==================== block 1
Figure 1. Port wiring (block 1).
Bar = 20 um.
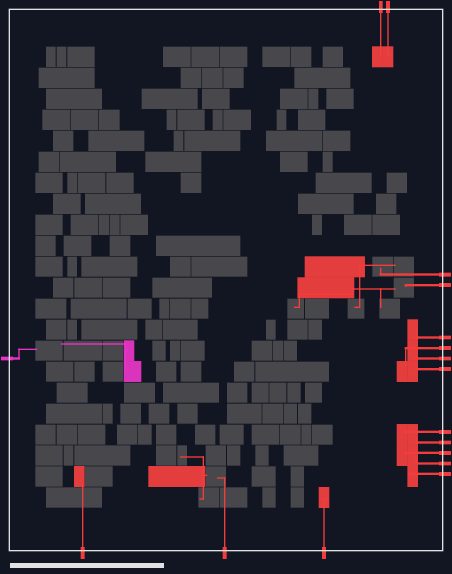

**src/rtl/trap_sequencer_if.sv**
```systemverilog
// Trap sequencer bus: encoder/CPU inputs and the trap-entry outputs back to them.
// The master drives the pending mask and CPU status; the slave is the sequencer.
interface trap_sequencer_if #(
  parameter int PC_W = 16
);
  logic [7:0]      trapnr;
  logic            ie;
  logic            instr_done;
  logic            reti;
  logic [PC_W-1:0] pc;
  logic            deassert;
  logic            trap_take;
  logic [2:0]      cause;
  logic [PC_W-1:0] vector;
  logic [PC_W-1:0] epc;
  logic            in_trap;
  logic            double_fault;

  modport master (
    output trapnr, ie, instr_done, reti, pc,
    input  deassert, trap_take, cause, vector, epc, in_trap, double_fault
  );

  modport slave (
    input  trapnr, ie, instr_done, reti, pc,
    output deassert, trap_take, cause, vector, epc, in_trap, double_fault
  );
endinterface

```
**src/rtl/trap_sequencer.sv**
```systemverilog
// Picks the highest-priority eligible trap at an instruction boundary; deassert same cycle,
// trap_take one cycle later. No backpressure: CPU strobes reti to return, faults in a handler halt.
module trap_sequencer #(
  parameter int              PC_W      = 16,
  parameter logic [PC_W-1:0] VEC_BASE  = 16'h0100,
  parameter int              VEC_SHIFT = 3
) (
  input logic           clk,
  input logic           reset,
  trap_sequencer_if.slave bus
);

  typedef enum logic [1:0] {
    IDLE    = 2'd0,
    TAKE    = 2'd1,
    HANDLER = 2'd2,
    DFAULT  = 2'd3
  } state_t;

  state_t          state, state_nxt;
  logic [2:0]      cause_q;
  logic [PC_W-1:0] epc_q;
  logic            double_fault_q;
  logic [2:0]      prio;
  logic            fault_pend;
  logic            eligible;
  logic            take;
  logic [PC_W-1:0] cause_ext;

  assign fault_pend = |bus.trapnr[1:0];
  assign eligible   = fault_pend | (|bus.trapnr[7:2] & bus.ie);

  // Lowest set bit wins; it is the same bit the encoder clears on deassert.
  always_comb begin
    prio = 3'd0;
    for (int i = 7; i >= 0; i--) begin
      if (bus.trapnr[i]) prio = 3'(i);
    end
  end

  always_comb begin
    state_nxt = state;
    take      = 1'b0;
    unique case (state)
      IDLE: begin
        if (bus.instr_done && eligible) begin
          take      = 1'b1;
          state_nxt = TAKE;
        end
      end
      TAKE:    state_nxt = HANDLER;
      HANDLER: begin
        if (bus.reti)                          state_nxt = IDLE;
        else if (bus.instr_done && fault_pend) state_nxt = DFAULT;
      end
      DFAULT:  state_nxt = DFAULT;
      default: state_nxt = IDLE;
    endcase
  end

  always_ff @(posedge clk) begin
    if (reset) begin
      state          <= IDLE;
      cause_q        <= 3'd0;
      epc_q          <= '0;
      double_fault_q <= 1'b0;
    end else begin
      state <= state_nxt;
      if (take) begin
        cause_q <= prio;
        epc_q   <= bus.pc;
      end
      if (state_nxt == DFAULT) double_fault_q <= 1'b1;
    end
  end

  assign cause_ext        = PC_W'(cause_q);
  assign bus.deassert     = take & ~reset;
  assign bus.trap_take    = (state == TAKE);
  assign bus.in_trap      = (state != IDLE);
  assign bus.cause        = cause_q;
  assign bus.epc          = epc_q;
  assign bus.vector       = VEC_BASE + (cause_ext << VEC_SHIFT);
  assign bus.double_fault = double_fault_q;

endmodule

```
**src/flat_wrapper.sv**
```systemverilog
// flat-port wrapper written by rule: the top's interface ports become plain ports
module trap_sequencer_flat 
#(
  parameter int              PC_W      = 16,
  parameter logic [PC_W-1:0] VEC_BASE  = 16'h0100,
  parameter int              VEC_SHIFT = 3
)
  (clk, reset, bus_trapnr, bus_ie, bus_instr_done, bus_reti, bus_pc, bus_deassert, bus_trap_take, bus_cause, bus_vector, bus_epc, bus_in_trap, bus_double_fault);
  trap_sequencer_if #(.PC_W(PC_W)) bus_i ();
  input logic clk;
  input logic reset;
  input wire logic [$bits(bus_i.trapnr)-1:0] bus_trapnr;
  input wire logic [$bits(bus_i.ie)-1:0] bus_ie;
  input wire logic [$bits(bus_i.instr_done)-1:0] bus_instr_done;
  input wire logic [$bits(bus_i.reti)-1:0] bus_reti;
  input wire logic [$bits(bus_i.pc)-1:0] bus_pc;
  output wire logic [$bits(bus_i.deassert)-1:0] bus_deassert;
  output wire logic [$bits(bus_i.trap_take)-1:0] bus_trap_take;
  output wire logic [$bits(bus_i.cause)-1:0] bus_cause;
  output wire logic [$bits(bus_i.vector)-1:0] bus_vector;
  output wire logic [$bits(bus_i.epc)-1:0] bus_epc;
  output wire logic [$bits(bus_i.in_trap)-1:0] bus_in_trap;
  output wire logic [$bits(bus_i.double_fault)-1:0] bus_double_fault;
  assign bus_i.trapnr = bus_trapnr;
  assign bus_i.ie = bus_ie;
  assign bus_i.instr_done = bus_instr_done;
  assign bus_i.reti = bus_reti;
  assign bus_i.pc = bus_pc;
  assign bus_deassert = bus_i.deassert;
  assign bus_trap_take = bus_i.trap_take;
  assign bus_cause = bus_i.cause;
  assign bus_vector = bus_i.vector;
  assign bus_epc = bus_i.epc;
  assign bus_in_trap = bus_i.in_trap;
  assign bus_double_fault = bus_i.double_fault;
  trap_sequencer #(.PC_W(PC_W), .VEC_BASE(VEC_BASE), .VEC_SHIFT(VEC_SHIFT)) u_core (.clk(clk), .reset(reset), .bus(bus_i));
endmodule
```
**config.mk**
```make
export PLATFORM = sky130hd
export DESIGN_NAME = trap_sequencer_flat
export DESIGN_NICKNAME = d
export VERILOG_FILES = /design/src/rtl/trap_sequencer_if.sv /design/src/rtl/trap_sequencer.sv /design/src/flat_wrapper.sv
export SDC_FILE = /design/constraint.sdc
export NUM_CORES = 1
export LEC_CHECK = 0
export CAP_MARGIN = 20
export CORE_AREA = 3 3 53 67
export DETAILED_ROUTE_END_ITERATION = 16
export DIE_AREA = 0 0 56 70
export PLACE_DENSITY = 0.78
export SETUP_SLACK_MARGIN = 0.5
export SLEW_MARGIN = 20
export SYNTH_ARGS = -nofsm -noshare
export SYNTH_HDL_FRONTEND = slang
export SYNTH_SLANG_ARGS = --single-unit
export TNS_END_PERCENT = 50
```
**constraint.sdc**
```tcl
create_clock -name clk -period 2.7 [get_ports clk]
set_clock_uncertainty 0.15 [all_clocks]
set_input_delay 0.81 -clock clk [delete_from_list [all_inputs] [get_ports clk]]
set_output_delay 0.81 -clock clk [all_outputs]
set_load 0.1 [all_outputs]
```
==================== block 2
[src/rtl/mac_pkg.sv]
// Shared types and helpers for the MAC dot-product accumulator.
// The default accumulator width leaves room for a full vector of maximum-value beats.
package mac_pkg;

  typedef enum logic {
    ACCUM = 1'b0,
    HOLD  = 1'b1
  } state_e;

  function automatic int clog2(input int value);
    int result;
    int v;
    result = 0;
    v = value - 1;
    while (v > 0) begin
      result = result + 1;
      v = v >> 1;
    end
    return result;
  endfunction

  localparam int IN_WIDTH_DEF  = 8;
  localparam int VEC_LEN_DEF   = 4;
  localparam int ACC_WIDTH_DEF = IN_WIDTH_DEF + clog2(VEC_LEN_DEF);

endpackage

[src/rtl/mac_dot_accum.sv]
// Sums VEC_LEN consecutive MAC results into one dot-product word.
// An early flush emits a partial vector; the result waits on a valid/ready handshake.
module mac_dot_accum
  import mac_pkg::*;
#(
  parameter int IN_WIDTH  = IN_WIDTH_DEF,
  parameter int VEC_LEN   = VEC_LEN_DEF,
  parameter int ACC_WIDTH = IN_WIDTH + clog2(VEC_LEN)
) (
  input  logic                 clk,
  input  logic                 reset,
  input  logic                 in_valid,
  output logic                 in_ready,
  input  logic [IN_WIDTH-1:0]  in_data,
  input  logic                 flush,
  output logic                 out_valid,
  input  logic                 out_ready,
  output logic [ACC_WIDTH-1:0] out_data,
  output logic [7:0]           out_len
);

  localparam logic [7:0] LAST_CNT = 8'(VEC_LEN - 1);

  state_e               state_q, state_d;
  logic [ACC_WIDTH-1:0] acc_q, acc_d;
  logic [7:0]           cnt_q, cnt_d;
  logic [ACC_WIDTH-1:0] out_data_q, out_data_d;
  logic [7:0]           out_len_q, out_len_d;
  logic                 beat_s;
  logic [ACC_WIDTH-1:0] acc_next_s;

  assign in_ready   = (state_q == ACCUM);
  assign out_valid  = (state_q == HOLD);
  assign out_data   = out_data_q;
  assign out_len    = out_len_q;

  assign beat_s     = in_valid && (state_q == ACCUM);
  // Zero-extend (or truncate) the beat; the sum wraps modulo 2^ACC_WIDTH.
  assign acc_next_s = acc_q + ACC_WIDTH'(in_data);

  always_comb begin
    state_d    = state_q;
    acc_d      = acc_q;
    cnt_d      = cnt_q;
    out_data_d = out_data_q;
    out_len_d  = out_len_q;
    case (state_q)
      ACCUM: begin
        if (beat_s) begin
          if ((cnt_q == LAST_CNT) || flush) begin
            out_data_d = acc_next_s;
            out_len_d  = cnt_q + 8'd1;
            acc_d      = '0;
            cnt_d      = 8'd0;
            state_d    = HOLD;
          end else begin
            acc_d = acc_next_s;
            cnt_d = cnt_q + 8'd1;
          end
        end else if (flush && (cnt_q != 8'd0)) begin
          out_data_d = acc_q;
          out_len_d  = cnt_q;
          acc_d      = '0;
          cnt_d      = 8'd0;
          state_d    = HOLD;
        end else begin
          state_d = ACCUM;
        end
      end
      HOLD: begin
        if (out_ready) begin
          state_d = ACCUM;
        end else begin
          state_d = HOLD;
        end
      end
      default: begin
        state_d = ACCUM;
      end
    endcase
  end

  always_ff @(posedge clk) begin
    if (reset) begin
      state_q    <= ACCUM;
      acc_q      <= '0;
      cnt_q      <= 8'd0;
      out_data_q <= '0;
      out_len_q  <= 8'd0;
    end else begin
      state_q    <= state_d;
      acc_q      <= acc_d;
      cnt_q      <= cnt_d;
      out_data_q <= out_data_d;
      out_len_q  <= out_len_d;
    end
  end

endmodule
[config.mk]
export PLATFORM = sky130hd
export DESIGN_NAME = mac_dot_accum
export DESIGN_NICKNAME = d
export VERILOG_FILES = /design/src/rtl/mac_pkg.sv /design/src/rtl/mac_dot_accum.sv
export SDC_FILE = /design/constraint.sdc
export NUM_CORES = 1
export LEC_CHECK = 0
export CAP_MARGIN = 10
export CORE_MARGIN = 2
export CORE_UTILIZATION = 41
export CTS_BUF_LIST = sky130_fd_sc_hd__clkbuf_4 sky130_fd_sc_hd__clkbuf_8
export DETAILED_ROUTE_END_ITERATION = 12
export GPL_TIMING_DRIVEN = 1
export SLEW_MARGIN = 20
export SYNTH_ARGS = -nofsm -noshare
export SYNTH_HDL_FRONTEND = slang
export SYNTH_SLANG_ARGS = --single-unit
[constraint.sdc]
create_clock -name clk -period 2.26 [get_ports clk]
set_input_delay 0.339 -clock clk [delete_from_list [all_inputs] [get_ports clk]]
set_output_delay 0.339 -clock clk [all_outputs]
set_load 0.02 [all_outputs]
==================== block 3
<file path="src/rtl/fetch_redirect_if.sv">
// Fetch-unit bundle: instruction memory request/response channels plus the
// decode-side instruction stream and redirect inputs.
interface fetch_redirect_if #(
   parameter int p_addr_bits = 32,
   parameter int p_inst_bits = 32,
   parameter int p_opaq_bits = 8
);
   // memory request (op: 0 = READ)
   logic                   mem_req_val;
   logic                   mem_req_rdy;
   logic                   mem_req_op;
   logic [p_opaq_bits-1:0] mem_req_opaque;
   logic [p_addr_bits-1:0] mem_req_addr;
   logic [1:0]             mem_req_len;
   logic [p_inst_bits-1:0] mem_req_data;

   // memory response
   logic                   mem_resp_val;
   logic                   mem_resp_rdy;
   logic                   mem_resp_op;
   logic [p_opaq_bits-1:0] mem_resp_opaque;
   logic [p_addr_bits-1:0] mem_resp_addr;
   logic [1:0]             mem_resp_len;
   logic [p_inst_bits-1:0] mem_resp_data;

   // decode side
   logic                   d_val;
   logic                   d_rdy;
   logic [p_inst_bits-1:0] d_inst;
   logic [p_addr_bits-1:0] d_pc;
   logic                   d_squash;
   logic [p_addr_bits-1:0] d_branch_target;

   modport master (
      output mem_req_val, mem_req_op, mem_req_opaque, mem_req_addr, mem_req_len, mem_req_data,
      input  mem_req_rdy,
      input  mem_resp_val, mem_resp_op, mem_resp_opaque, mem_resp_addr, mem_resp_len, mem_resp_data,
      output mem_resp_rdy,
      output d_val, d_inst, d_pc,
      input  d_rdy, d_squash, d_branch_target
   );

   modport slave (
      input  mem_req_val, mem_req_op, mem_req_opaque, mem_req_addr, mem_req_len, mem_req_data,
      output mem_req_rdy,
      output mem_resp_val, mem_resp_op, mem_resp_opaque, mem_resp_addr, mem_resp_len, mem_resp_data,
      input  mem_resp_rdy,
      input  d_val, d_inst, d_pc,
      output d_rdy, d_squash, d_branch_target
   );
endinterface

</file>
<file path="src/rtl/fetch_redirect.sv">
// Sequential instruction fetch with bounded outstanding reads and same-cycle
// redirect. Each request carries the fetch epoch in its opaque field; a squash
// bumps the epoch so responses to older requests are recognised and discarded.
module fetch_redirect #(
   parameter int                     p_addr_bits     = 32,
   parameter logic [p_addr_bits-1:0] p_rst_addr      = '0,
   parameter int                     p_inst_bits     = 32,
   parameter int                     p_opaq_bits     = 8,
   parameter int                     p_max_in_flight = 4
) (
   input logic               clk,
   input logic               rst,
   fetch_redirect_if.master  io
);

   localparam int                     c_cnt_bits = $clog2(p_max_in_flight + 1);
   localparam logic [c_cnt_bits-1:0]  c_max      = c_cnt_bits'(p_max_in_flight);
   localparam logic [c_cnt_bits-1:0]  c_cnt_one  = c_cnt_bits'(1);
   localparam logic [p_addr_bits-1:0] c_inc      = p_addr_bits'(4);
   localparam logic [p_opaq_bits-1:0] c_ep_one   = p_opaq_bits'(1);

   logic [p_addr_bits-1:0] curr_addr_q, curr_addr_d;
   logic [p_opaq_bits-1:0] epoch_q, epoch_d;
   logic [c_cnt_bits-1:0]  num_in_flight_q, num_in_flight_d;

   logic [p_addr_bits-1:0] ea;
   logic [p_opaq_bits-1:0] ee;
   logic                   drop;
   logic                   req_xfer;
   logic                   resp_xfer;

   // op and len of a response carry nothing this unit needs
   logic unused_resp_fields;
   assign unused_resp_fields = ^{io.mem_resp_op, io.mem_resp_len};

   // Request and response paths: purely combinational, a squash steers the
   // request issued in the same cycle and kills any response arriving with it.
   always_comb begin
      ea   = io.d_squash ? io.d_branch_target : curr_addr_q;
      ee   = io.d_squash ? (epoch_q + c_ep_one) : epoch_q;
      drop = io.mem_resp_val && ((io.mem_resp_opaque != ee) || io.d_squash);

      io.mem_req_val    = !rst && (num_in_flight_q < c_max);
      io.mem_req_op     = 1'b0;
      io.mem_req_opaque = ee;
      io.mem_req_addr   = ea;
      io.mem_req_len    = '0;
      io.mem_req_data   = '0;

      io.mem_resp_rdy   = !rst && (io.d_rdy || drop);
      io.d_val          = !rst && io.mem_resp_val && !drop;
      io.d_inst         = io.mem_resp_data;
      io.d_pc           = io.mem_resp_addr;
   end

   // Next-state: fetch pointer, epoch and outstanding-request count.
   always_comb begin
      req_xfer        = io.mem_req_val && io.mem_req_rdy;
      resp_xfer       = io.mem_resp_val && io.mem_resp_rdy;
      curr_addr_d     = curr_addr_q;
      epoch_d         = ee;
      num_in_flight_d = num_in_flight_q;

      if (req_xfer) begin
         curr_addr_d = ea + c_inc;
      end else if (io.d_squash) begin
         curr_addr_d = io.d_branch_target;
      end

      // a freed slot is only visible next cycle; simultaneous xfers cancel
      case ({req_xfer, resp_xfer})
         2'b10:   num_in_flight_d = num_in_flight_q + c_cnt_one;
         2'b01:   num_in_flight_d = num_in_flight_q - c_cnt_one;
         default: num_in_flight_d = num_in_flight_q;
      endcase
   end

   // State registers with synchronous reset.
   always_ff @(posedge clk) begin
      if (rst) begin
         curr_addr_q     <= p_rst_addr;
         epoch_q         <= '0;
         num_in_flight_q <= '0;
      end else begin
         curr_addr_q     <= curr_addr_d;
         epoch_q         <= epoch_d;
         num_in_flight_q <= num_in_flight_d;
      end
   end

endmodule

</file>
<file path="src/flat_wrapper.sv">
// flat-port wrapper written by rule: the top's interface ports become plain ports
module fetch_redirect_flat 
#(
   parameter int                     p_addr_bits     = 32,
   parameter logic [p_addr_bits-1:0] p_rst_addr      = '0,
   parameter int                     p_inst_bits     = 32,
   parameter int                     p_opaq_bits     = 8,
   parameter int                     p_max_in_flight = 4
)
  (clk, rst, io_mem_req_val, io_mem_req_op, io_mem_req_opaque, io_mem_req_addr, io_mem_req_len, io_mem_req_data, io_mem_req_rdy, io_mem_resp_val, io_mem_resp_op, io_mem_resp_opaque, io_mem_resp_addr, io_mem_resp_len, io_mem_resp_data, io_mem_resp_rdy, io_d_val, io_d_inst, io_d_pc, io_d_rdy, io_d_squash, io_d_branch_target);
  fetch_redirect_if #(.p_addr_bits(p_addr_bits), .p_inst_bits(p_inst_bits), .p_opaq_bits(p_opaq_bits)) io_i ();
  input logic clk;
  input logic rst;
  output wire logic [$bits(io_i.mem_req_val)-1:0] io_mem_req_val;
  output wire logic [$bits(io_i.mem_req_op)-1:0] io_mem_req_op;
  output wire logic [$bits(io_i.mem_req_opaque)-1:0] io_mem_req_opaque;
  output wire logic [$bits(io_i.mem_req_addr)-1:0] io_mem_req_addr;
  output wire logic [$bits(io_i.mem_req_len)-1:0] io_mem_req_len;
  output wire logic [$bits(io_i.mem_req_data)-1:0] io_mem_req_data;
  input wire logic [$bits(io_i.mem_req_rdy)-1:0] io_mem_req_rdy;
  input wire logic [$bits(io_i.mem_resp_val)-1:0] io_mem_resp_val;
  input wire logic [$bits(io_i.mem_resp_op)-1:0] io_mem_resp_op;
  input wire logic [$bits(io_i.mem_resp_opaque)-1:0] io_mem_resp_opaque;
  input wire logic [$bits(io_i.mem_resp_addr)-1:0] io_mem_resp_addr;
  input wire logic [$bits(io_i.mem_resp_len)-1:0] io_mem_resp_len;
  input wire logic [$bits(io_i.mem_resp_data)-1:0] io_mem_resp_data;
  output wire logic [$bits(io_i.mem_resp_rdy)-1:0] io_mem_resp_rdy;
  output wire logic [$bits(io_i.d_val)-1:0] io_d_val;
  output wire logic [$bits(io_i.d_inst)-1:0] io_d_inst;
  output wire logic [$bits(io_i.d_pc)-1:0] io_d_pc;
  input wire logic [$bits(io_i.d_rdy)-1:0] io_d_rdy;
  input wire logic [$bits(io_i.d_squash)-1:0] io_d_squash;
  input wire logic [$bits(io_i.d_branch_target)-1:0] io_d_branch_target;
  assign io_mem_req_val = io_i.mem_req_val;
  assign io_mem_req_op = io_i.mem_req_op;
  assign io_mem_req_opaque = io_i.mem_req_opaque;
  assign io_mem_req_addr = io_i.mem_req_addr;
  assign io_mem_req_len = io_i.mem_req_len;
  assign io_mem_req_data = io_i.mem_req_data;
  assign io_i.mem_req_rdy = io_mem_req_rdy;
  assign io_i.mem_resp_val = io_mem_resp_val;
  assign io_i.mem_resp_op = io_mem_resp_op;
  assign io_i.mem_resp_opaque = io_mem_resp_opaque;
  assign io_i.mem_resp_addr = io_mem_resp_addr;
  assign io_i.mem_resp_len = io_mem_resp_len;
  assign io_i.mem_resp_data = io_mem_resp_data;
  assign io_mem_resp_rdy = io_i.mem_resp_rdy;
  assign io_d_val = io_i.d_val;
  assign io_d_inst = io_i.d_inst;
  assign io_d_pc = io_i.d_pc;
  assign io_i.d_rdy = io_d_rdy;
  assign io_i.d_squash = io_d_squash;
  assign io_i.d_branch_target = io_d_branch_target;
  fetch_redirect #(.p_addr_bits(p_addr_bits), .p_rst_addr(p_rst_addr), .p_inst_bits(p_inst_bits), .p_opaq_bits(p_opaq_bits), .p_max_in_flight(p_max_in_flight)) u_core (.clk(clk), .rst(rst), .io(io_i));
endmodule
</file>
<file path="config.mk">
export PLATFORM = sky130hd
export DESIGN_NAME = fetch_redirect_flat
export DESIGN_NICKNAME = d
export VERILOG_FILES = /design/src/rtl/fetch_redirect_if.sv /design/src/rtl/fetch_redirect.sv /design/src/flat_wrapper.sv
export SDC_FILE = /design/constraint.sdc
export NUM_CORES = 1
export LEC_CHECK = 0
export CORE_AREA = 5 5 102 104
export CTS_CLUSTER_SIZE = 8
export DETAILED_ROUTE_END_ITERATION = 10
export DIE_AREA = 0 0 107 109
export PLACE_DENSITY_LB_ADDON = 0.25
export RECOVER_POWER = 50
export SLEW_MARGIN = 0
export SYNTH_ARGS = -nofsm -noshare
export SYNTH_HDL_FRONTEND = slang
export SYNTH_SLANG_ARGS = --single-unit
</file>
<file path="constraint.sdc">
create_clock -name clk -period 8.15 [get_ports clk]
set_input_delay 1.2225 -clock clk [delete_from_list [all_inputs] [get_ports clk]]
set_output_delay 1.2225 -clock clk [all_outputs]
set_load 0.01 [all_outputs]
</file>
==================== block 4
--- src/rtl/hs_fifo_pkg.sv ---
// rtl/hs_fifo_pkg.sv - shared types and sizing helpers for the hs_fifo read side
package hs_fifo_pkg;

  typedef enum logic {
    FALSE = 1'b0,
    TRUE  = 1'b1
  } bool_e;

  // Read data appears one cycle after rd_en, or two with the FIFO output register.
  function automatic int rd_latency(bool_e en_output_reg);
    return (en_output_reg == TRUE) ? 2 : 1;
  endfunction

  function automatic int skid_depth(int lat);
    return lat + 2;
  endfunction

endpackage

--- src/rtl/hs_fifo_rd_skid_buf.sv ---
// rtl/hs_fifo_rd_skid_buf.sv - circular data+last buffer with push, pop, flush and occupancy
module hs_fifo_rd_skid_buf
  import hs_fifo_pkg::*;
#(
  parameter type DATA_TYPE = logic [15:0],
  parameter int  DEPTH     = 3,
  localparam int OCC_W     = $clog2(DEPTH + 1)
) (
  input  logic             clk,
  input  logic             rst_n,
  input  logic             flush_i,
  input  logic             push_i,
  input  DATA_TYPE         push_data_i,
  input  logic             push_last_i,
  input  logic             pop_i,
  output DATA_TYPE         head_data_o,
  output logic             head_last_o,
  output logic [OCC_W-1:0] occ_o
);

  localparam int               PTR_W    = (DEPTH > 1) ? $clog2(DEPTH) : 1;
  localparam logic [PTR_W-1:0] LAST_PTR = PTR_W'(DEPTH - 1);
  localparam logic [OCC_W-1:0] FULL_OCC = OCC_W'(DEPTH);

  DATA_TYPE         mem_data_q [DEPTH];
  DATA_TYPE         mem_data_d [DEPTH];
  logic [DEPTH-1:0] mem_last_q, mem_last_d;
  logic [PTR_W-1:0] wr_ptr_q, wr_ptr_d;
  logic [PTR_W-1:0] rd_ptr_q, rd_ptr_d;
  logic [OCC_W-1:0] occ_q, occ_d;

  always_comb begin
    mem_data_d = mem_data_q;
    mem_last_d = mem_last_q;
    wr_ptr_d   = wr_ptr_q;
    rd_ptr_d   = rd_ptr_q;
    occ_d      = occ_q;
    if (flush_i) begin
      wr_ptr_d = '0;
      rd_ptr_d = '0;
      occ_d    = '0;
    end else begin
      if (push_i) begin
        mem_data_d[wr_ptr_q] = push_data_i;
        mem_last_d[wr_ptr_q] = push_last_i;
        wr_ptr_d = (wr_ptr_q == LAST_PTR) ? '0 : wr_ptr_q + 1'b1;
      end
      if (pop_i) begin
        rd_ptr_d = (rd_ptr_q == LAST_PTR) ? '0 : rd_ptr_q + 1'b1;
      end
      case ({push_i, pop_i})
        2'b10:   occ_d = occ_q + 1'b1;
        2'b01:   occ_d = occ_q - 1'b1;
        default: occ_d = occ_q;
      endcase
    end
  end

  always_ff @(posedge clk or negedge rst_n) begin
    if (!rst_n) begin
      for (int i = 0; i < DEPTH; i++) begin
        mem_data_q[i] <= '0;
      end
      mem_last_q <= '0;
      wr_ptr_q   <= '0;
      rd_ptr_q   <= '0;
      occ_q      <= '0;
    end else begin
      mem_data_q <= mem_data_d;
      mem_last_q <= mem_last_d;
      wr_ptr_q   <= wr_ptr_d;
      rd_ptr_q   <= rd_ptr_d;
      occ_q      <= occ_d;
    end
  end

  assign head_data_o = mem_data_q[rd_ptr_q];
  assign head_last_o = mem_last_q[rd_ptr_q];
  assign occ_o       = occ_q;

  // The upstream credit scheme guarantees a free slot for every returning word.
  a_no_overflow: assert property (@(posedge clk) disable iff (!rst_n)
    !(push_i && !flush_i && occ_q == FULL_OCC));

endmodule

--- src/rtl/hs_fifo_rd_stream_adapter.sv ---
// rtl/hs_fifo_rd_stream_adapter.sv - FIFO read port to valid/ready stream master with credits and flush
module hs_fifo_rd_stream_adapter
  import hs_fifo_pkg::*;
#(
  parameter type   DATA_TYPE      = logic [15:0],
  parameter bool_e EN_LAST_SIGNAL = FALSE,
  parameter bool_e EN_OUTPUT_REG  = FALSE
) (
  input  logic        clk,
  input  logic        rst_n,
  input  logic        flush_i,
  input  logic        fifo_empty_i,
  output logic        fifo_rd_en_o,
  input  DATA_TYPE    fifo_rd_data_i,
  input  logic        fifo_rd_last_i,
  output logic        m_valid_o,
  input  logic        m_ready_i,
  output DATA_TYPE    m_data_o,
  output logic        m_last_o,
  output logic [31:0] beat_cnt_o
);

  localparam int          L     = rd_latency(EN_OUTPUT_REG);
  localparam int          D     = skid_depth(L);
  localparam int          CW    = $clog2(D + 1);
  localparam logic [CW:0] D_LIM = (CW + 1)'(D);

  logic [L-1:0]  rd_pipe_q, rd_pipe_d;
  logic [CW-1:0] infl_q, infl_d;
  logic [31:0]   beat_cnt_q, beat_cnt_d;
  logic [CW-1:0] occ;
  logic [CW:0]   credit_used;
  logic          issue, ret, pop, push_last, head_last;

  // Credits use registered occupancy only, so m_ready_i never reaches fifo_rd_en_o.
  always_comb begin
    credit_used = {1'b0, occ} + {1'b0, infl_q};
    issue       = !fifo_empty_i && !flush_i && (credit_used < D_LIM);
    ret         = rd_pipe_q[L-1];
    pop         = m_valid_o && m_ready_i && !flush_i;
    push_last   = (EN_LAST_SIGNAL == TRUE) ? fifo_rd_last_i : 1'b0;
    rd_pipe_d   = L'({rd_pipe_q, issue});
    infl_d      = infl_q + CW'(issue) - CW'(ret);
    beat_cnt_d  = beat_cnt_q + 32'(pop);
    if (flush_i) begin
      rd_pipe_d = '0;
      infl_d    = '0;
    end
  end

  always_ff @(posedge clk or negedge rst_n) begin
    if (!rst_n) begin
      rd_pipe_q  <= '0;
      infl_q     <= '0;
      beat_cnt_q <= '0;
    end else begin
      rd_pipe_q  <= rd_pipe_d;
      infl_q     <= infl_d;
      beat_cnt_q <= beat_cnt_d;
    end
  end

  hs_fifo_rd_skid_buf #(
    .DATA_TYPE (DATA_TYPE),
    .DEPTH     (D)
  ) u_skid (
    .clk         (clk),
    .rst_n       (rst_n),
    .flush_i     (flush_i),
    .push_i      (ret),
    .push_data_i (fifo_rd_data_i),
    .push_last_i (push_last),
    .pop_i       (pop),
    .head_data_o (m_data_o),
    .head_last_o (head_last),
    .occ_o       (occ)
  );

  assign fifo_rd_en_o = issue;
  assign m_valid_o    = (occ != '0);
  assign m_last_o     = (EN_LAST_SIGNAL == TRUE) ? head_last : 1'b0;
  assign beat_cnt_o   = beat_cnt_q;

endmodule

--- config.mk ---
export PLATFORM = sky130hd
export DESIGN_NAME = hs_fifo_rd_stream_adapter
export DESIGN_NICKNAME = d
export VERILOG_FILES = /design/src/rtl/hs_fifo_pkg.sv /design/src/rtl/hs_fifo_rd_skid_buf.sv /design/src/rtl/hs_fifo_rd_stream_adapter.sv
export SDC_FILE = /design/constraint.sdc
export NUM_CORES = 1
export LEC_CHECK = 0
export CAP_MARGIN = 15
export CORE_MARGIN = 3
export CORE_UTILIZATION = 57
export CTS_CLUSTER_DIAMETER = 60
export DETAILED_ROUTE_END_ITERATION = 10
export DONT_BUFFER_PORTS = 1
export PLACE_DENSITY = 0.72
export RECOVER_POWER = 50
export SETUP_SLACK_MARGIN = 0.05
export SYNTH_ARGS = -nofsm -noshare
export SYNTH_HDL_FRONTEND = slang
export SYNTH_SLANG_ARGS = --single-unit
--- constraint.sdc ---
create_clock -name clk -period 3.35 [get_ports clk]
set_clock_uncertainty 0.05 [all_clocks]
set_input_delay 0.335 -clock clk [delete_from_list [all_inputs] [get_ports clk]]
set_output_delay 0.335 -clock clk [all_outputs]
set_load 0.05 [all_outputs]
Figure 2. Routing congestion map (block 2).
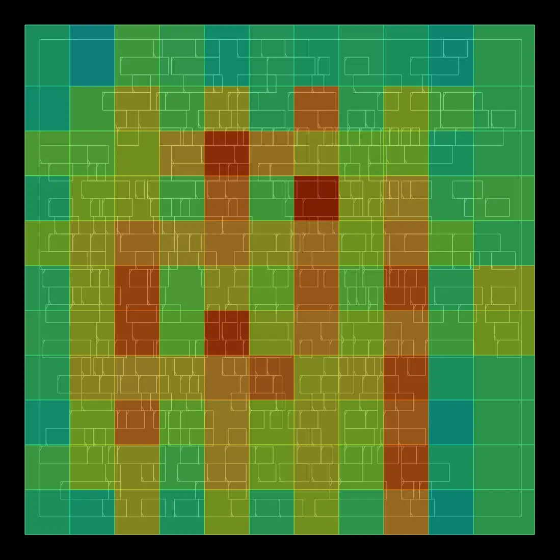
WL per Instance: 14.20 um
All-Layer GR Usage: 19.60%

==> flow_summary_export.csv, block 2 <==
group,metric,value,unit
detailed_routing,dr.pass1.iters,4,
cells_and_area,area_delta_synth_final,28.34,%
power_and_ir_drop,ir_drop,0.3490,mV
detailed_routing,viasPerCell,5.471,
power_and_ir_drop,p_int,0.001259,W
placed_design,dp.cells,391,
clock_network,cts-resized-gates,2,
power_and_ir_drop,combPwrFrac,28.8,%
cells_and_area,buffer_area_share,19.16,%
critical_path,r2r_start,"acc_q[6]",
cells_and_area,utilization,53.55,%
outcome,status,"finished clean",
grt,met1_usage,25.04,%
critical_path,slowest_delay,430,ps
die,die_area,6147,um^2
logic_synthesis,logic_family,"AND-OR/OR-AND gates",
detailed_routing,wl_met2,2748,um
detailed_routing,wirelength,5667,um
power_and_ir_drop,swShare,30.35,%
clock_network,clk_latency,290,ps
sta,finalSetupTns,0,ps
cells_and_area,final_area,2913,um^2
detailed_routing,met3_length,156,um
block 2: Yosys cell counts, drive strengths merged, types with 3 or more instances:
| library cell | count | area (um^2) |
|---|---|---|
| dfxtp | 37 | 740.7 |
| a31oi | 9 | 56.30 |
| nor3 | 5 | 25.02 |
| ha | 10 | 125.1 |
| o211ai | 3 | 22.52 |
| nor2b | 3 | 18.77 |
| a22oi | 4 | 30.03 |
| nand3 | 17 | 85.08 |
| xnor2 | 8 | 70.07 |
| nand4 | 3 | 18.77 |
| a32oi | 3 | 26.28 |
| a21o | 3 | 22.52 |
| a211oi | 13 | 122.6 |
| inv | 9 | 33.78 |
| clkbuf | 8 | 31.28 |
| buf | 12 | 85.08 |
| nor2 | 36 | 135.1 |
| a311oi | 3 | 26.28 |
| and3 | 3 | 18.77 |
| a2111oi | 3 | 26.28 |
| mux2i | 4 | 40.04 |
| and2 | 7 | 43.79 |
| nand2 | 19 | 71.32 |
| a21oi | 20 | 111.4 |
| o21ai | 15 | 78.83 |
block 2: state kept, by name, indices dropped and copies added (netlist names):
signal	flops
out_data	10
acc_q	10
out_len	8
cnt_q	8
out_valid	1
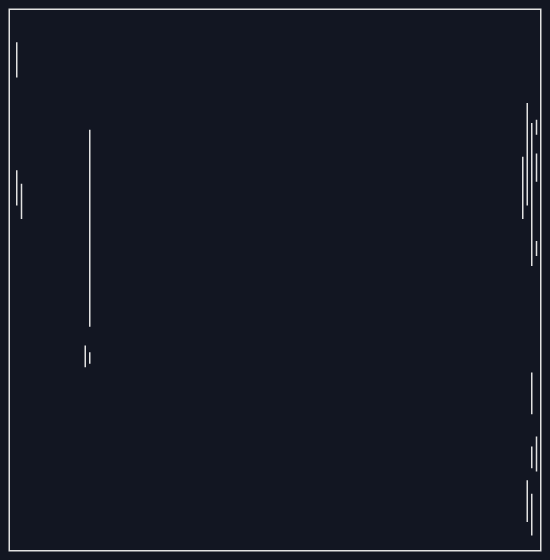
Figure 3: block 3, metal 4.
The layer carries 173 um of wire. The layer holds 2.1% of the routed length.
via count: 2,709
drt total wl: 8272 um

==> flow_summary_export.csv, block 3 <==
group,metric,value,unit
outcome,status,"finished, violations left",
outcome,violations,"max-capacitance violations, max-slew violations",
cells_and_area,buffers,91,
sta,final_max_slew_viol_count,36,
critical_path,slowest_stage,"clkbuf_1",
detailed_routing,wl_met2,3927,um
placed_design,portBuffers,88,
sta,finalSetupTns,0,ps
die,ioPinCount,255,
cells_and_area,post_route_cells_drive_above_1_share,10.14,%
placed_design,hpwl,6357,um
detailed_routing,dr.pass1.iters,4,
logic_synthesis,ys_sh_aoi,8.247,%
sta,max_freq,192.7,MHz
logic_synthesis,yosysWarnings,0,
cells_and_area,comb_area,1868,um^2
power_and_ir_drop,p_per_area,131.0,nW/um^2
cells_and_area,regArea,860.8,um^2
detailed_routing,met3_length,853,um
clock_network,clock_sinks,43,
sta,finalClockSkew,11.34,ps
grt,met3_usage,5.684,%
job,drv_cap,1,
power_and_ir_drop,power_frac_seq,45.1,%
worst_hold_path,hold_class,"reg -> reg",
die,row_count,36,
job,warnings,29,
logic_synthesis,yosys.stat.seqShare,24.67,%
## block 3: worst paths after layout
| kind | startpoint | endpoint | slack [ps] |
|---|---|---|---|
| worst min-delay path | u_core.num_in_flight_q[2] | u_core.num_in_flight_q[2] | 500 |
| worst min register to register | u_core.num_in_flight_q[2] | u_core.num_in_flight_q[2] | 500 |
| worst max register to register | u_core.epoch_q[0] | u_core.num_in_flight_q[2] | 5180 |
| worst max-delay path | rst | io_mem_req_val | 2960 |
## block 3: layout by cell type (no fill, tap or decap), types with 3 or more instances in the layout
cell type        Yosys  final
mux2i_1              9      9
nor2b_1             10     10
a31oi_1              5      5
mux2_2              27     27
and4_1               3      3
clkdlybuf4s50_1      0     86
and3_1               7      7
nand3b_1             5      5
nand2_1             23     23
inv_1               13     13
a211oi_1             6      6
nor3_1              12     12
dfxtp_1             43     43
o21ai_0              9      9
nand4_1             10     10
nand3_1             16     16
and2_1               5      4
ha_1                 3      3
nor2_1              24     24
xor2_1              16     16
conb_1               1     35
or3_1                5      5
a21oi_1             14     14
clkbuf_8             0      5
xnor2_1              9      9
## block 3: critical path, delay by kind of cell
family                 cells  cell delay, ps
buffers and inverters      3            2630
AND/OR/NAND/NOR            1             110
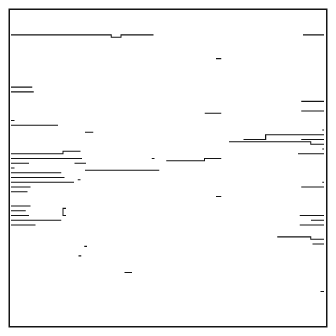
Figure 4: block 4, the metal 3 layer.
40 nets have wire on it. The layer carries 384 um of wire. The longest straight run is 28.5 um. The layer holds 4.9% of the routed length.
drt total wl: 7781 um
via count: 2,577
M3 GR Usage: 5.000%

==> flow_summary_export.csv, block 4 <==
group,metric,value,unit
outcome,status,"finished, violations left",
outcome,violations,"max-capacitance violations, max-slew violations",
power_and_ir_drop,p_leak,2.005,nW
power_and_ir_drop,p_total,0.002971,W
sta,relSlewSlack,-44.05,%
job,drv_cap,1,
clock_network,hold_buffers,3,
cells_and_area,nets,385,
cells_and_area,buffer_area_share,4.973,%
cells_and_area,seq_share,48.63,%
clock_network,clk_latency,350,ps
logic_synthesis,netlist_area,4061,um^2
detailed_routing,m1WireLength,3497,um
clock_network,clk_path_buf_depth,2,
sta,final_max_slew_viol_count,90,
[block 4: how the worst max path moves through the flow]
stage | end | cells past startpoint | slack, ps | from
5_1_grt | beat_cnt_o[29] | 2 | 470 | rst_n
6_report | beat_cnt_o[26] | 5 | 770 | beat_cnt_o[13]
3_5_place_dp | beat_cnt_o[22] | 8 | 880 | u_skid.occ_o[1]
2_1_floorplan | infl_q[0] | 5 | 410 | u_skid.occ_o[0]
4_1_cts | fifo_rd_en_o | 4 | 850 | u_skid.occ_o[0]
3_3_place_gp | beat_cnt_o[22] | 8 | 930 | u_skid.occ_o[1]
[block 4: synth_stat cells, drive strengths merged (2+ instances only)]
master   count  share of area (%)
nand2       23                2.1
nand3b       2               0.37
a2111oi      3               0.65
xnor2       29                6.3
and4         5                1.1
dfrtp       89                 55
nand4b       2               0.43
and2         3               0.46
inv          4               0.37
xor2         4               0.86
and3         7                1.1
nand4       16                2.5
o21ai       19                2.3
clkbuf       8               0.74
buf          8                1.2
nor2        10               0.92
a21oi        3               0.37
mux2        48                 13
mux2i       18                4.4
nor2b        2               0.31
nand3       10                1.2
ha           5                1.5
nor3b        2               0.62
nand2b       2               0.31
nor3         2               0.37
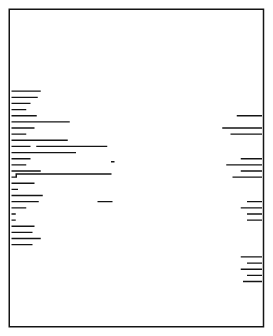
Figure 5: block 1, the metal 3 layer.
The layer holds 10% of the routed length. 43 nets have wire on it. The layer carries 246 um of wire. The longest straight run is 20.9 um.

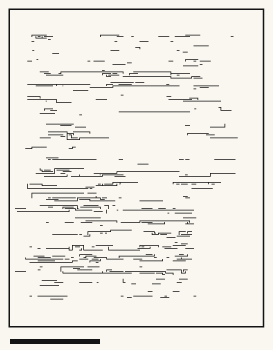
Figure 6: block 1, signal wires on met1.
Bar = 20 um.
156 nets have wire on it. The longest straight run is 15.6 um.
drt total wl: 2409 um
via count: 940
global routing usage on met1: 12.74%

## Picture notes: Figure 1
Key: magenta = `bus_reti` [bits 1, direction input, end cells 2, buffers 1, wire 16.4 um]; red = `bus_vector` [bits 16, direction output, end cells 16, buffers 3, wire 125 um]
io pins: 68
port bufs: 54

==> flow_summary_export.csv, block 1 <==
group,metric,value,unit
clock_network,htreeDepth,1,
outcome,violations,"negative setup slack",
job,warnings,29,
die,die_h,70,um
sta,timing.final.ws_setup,-93.39,ps
power_and_ir_drop,maxPowerGroup,"combinational logic",
grt,grtUsageTotal,12.43,%
logic_synthesis,top_cell,"dfxtp_1",
grt,overflow,0,
sta,setup_violations,1,
detailed_routing,met3_length,246,um
critical_path,crit_path_start_kind,"input pin",
outcome,status,"finished, violations left",
logic_synthesis,synth_cell_types,26,
power_and_ir_drop,seq_power,0.000362,W
die,core,2973,um^2
==> block 1: area by class of cell <==
type,count,area share [%]
tap,36,2.719
clock buffer,3,1.360
clock inverter,1,1.813
inverter,3,0.6798
sequential,22,26.74
multi-input combinational,78,32.55
timing repair buffer,68,34.14
==> block 1: cell usage in the layout (no fill, tap or decap), types with 2 or more instances in the layout <==
master	synthesis	routed
buf_6	2	2
dfxtp_1	22	20
a21oi_1	2	2
nor3_1	4	3
buf_4	16	38
inv_1	3	3
a21oi_2	2	2
mux2i_1	16	16
nand2b_1	5	5
clkbuf_2	0	6
clkdlybuf4s50_1	0	18
conb_1	2	13
dfxtp_2	0	2
clkbuf_4	0	3
dlygate4sd2_1	0	2
nor4_2	0	2
nor2_1	20	20
==> block 1: worst max-delay path: cells and delay by family <==
| family | cells | cell delay [ps] |
|---|---|---|
| AND-OR/OR-AND | 1 | 190 |
| buffers and inverters | 2 | 250 |
| AND/OR/NAND/NOR | 2 | 580 |
==> block 1: cell families (layout without fill, tap and decap cells) <==
logic type,count (synthesis),in the layout
other,2,13
buffers and inverters,23,75
multiplexers,16,16
AND/OR/NAND/NOR,37,37
flip-flops,22,22
AND-OR/OR-AND,12,12


==> notes/layouts.md <==
Pictures saved along the way, in no particular order.

Routing congestion map.
image #1
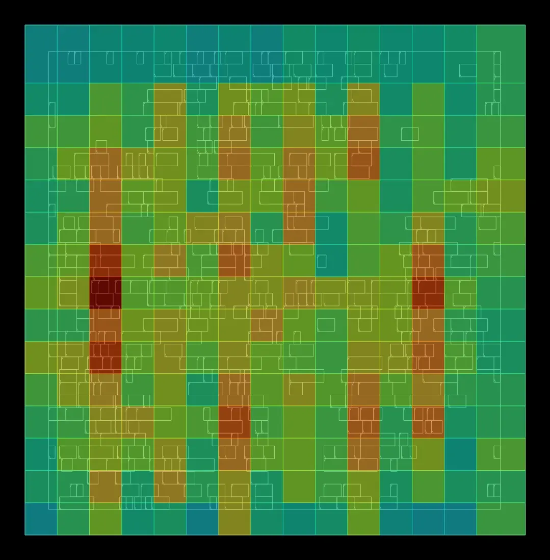
image #2
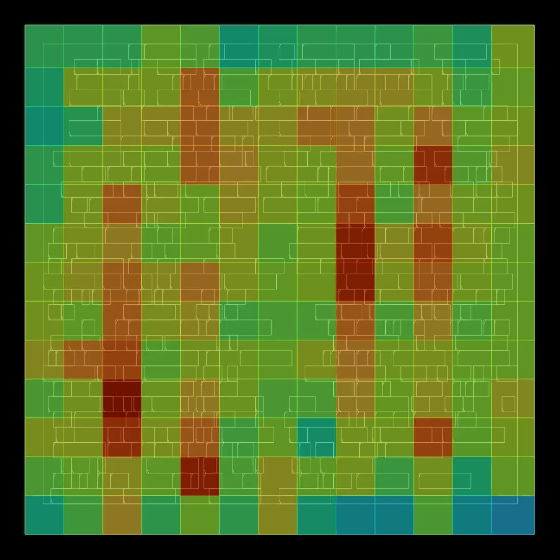
image #3
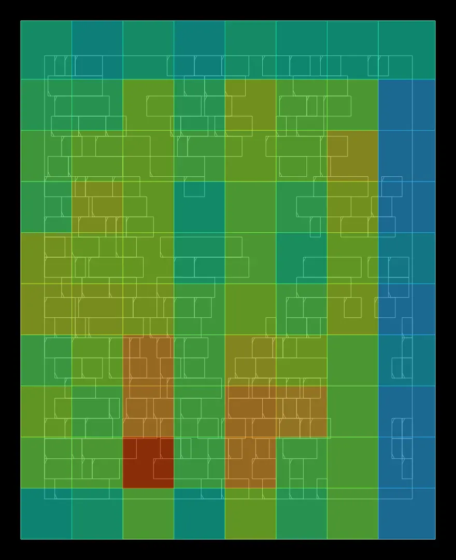
- block 4 = image #2
- block 3 = image #1
- block 1 = image #3


==> layout pictures side by side <==
Met2 routing.
(a)
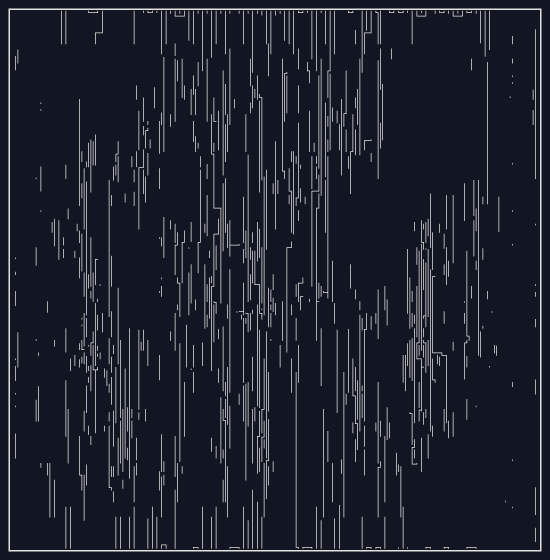
(b)
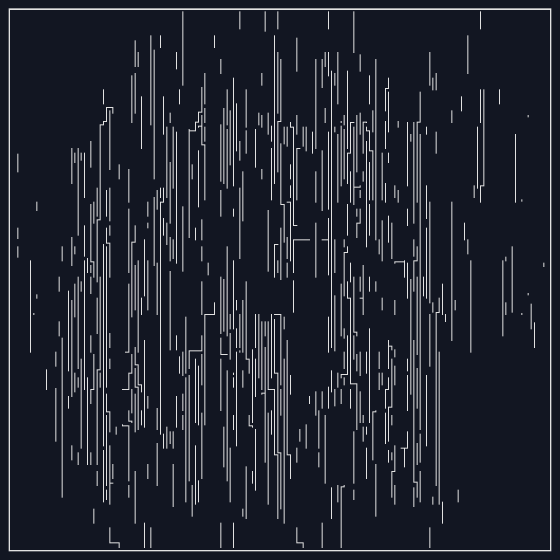
(c)
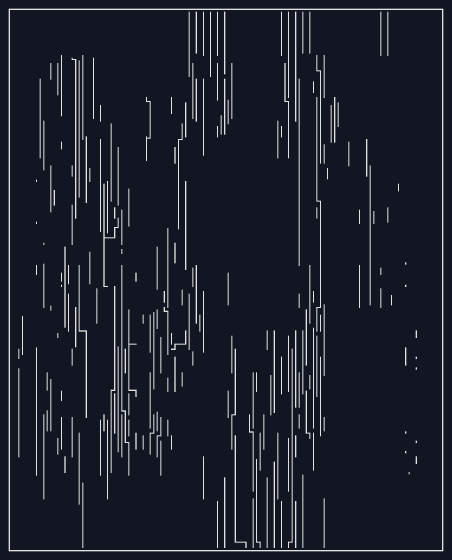
(d)
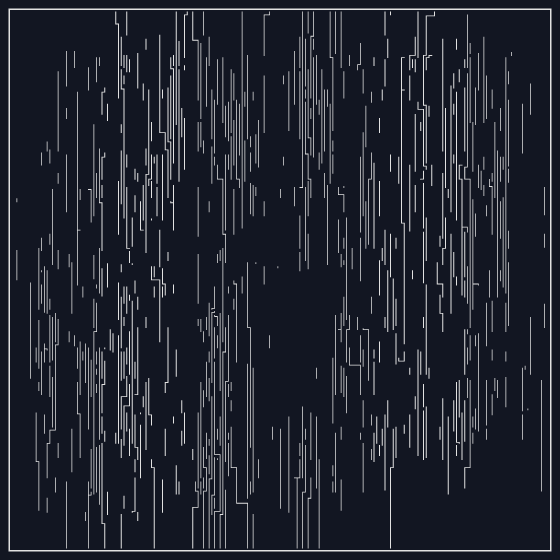
Block 2 is (b).
Block 4 is (d).
Block 3 is (a).
Block 1 is (c).

Power is estimated from default activity; no workload was simulated.
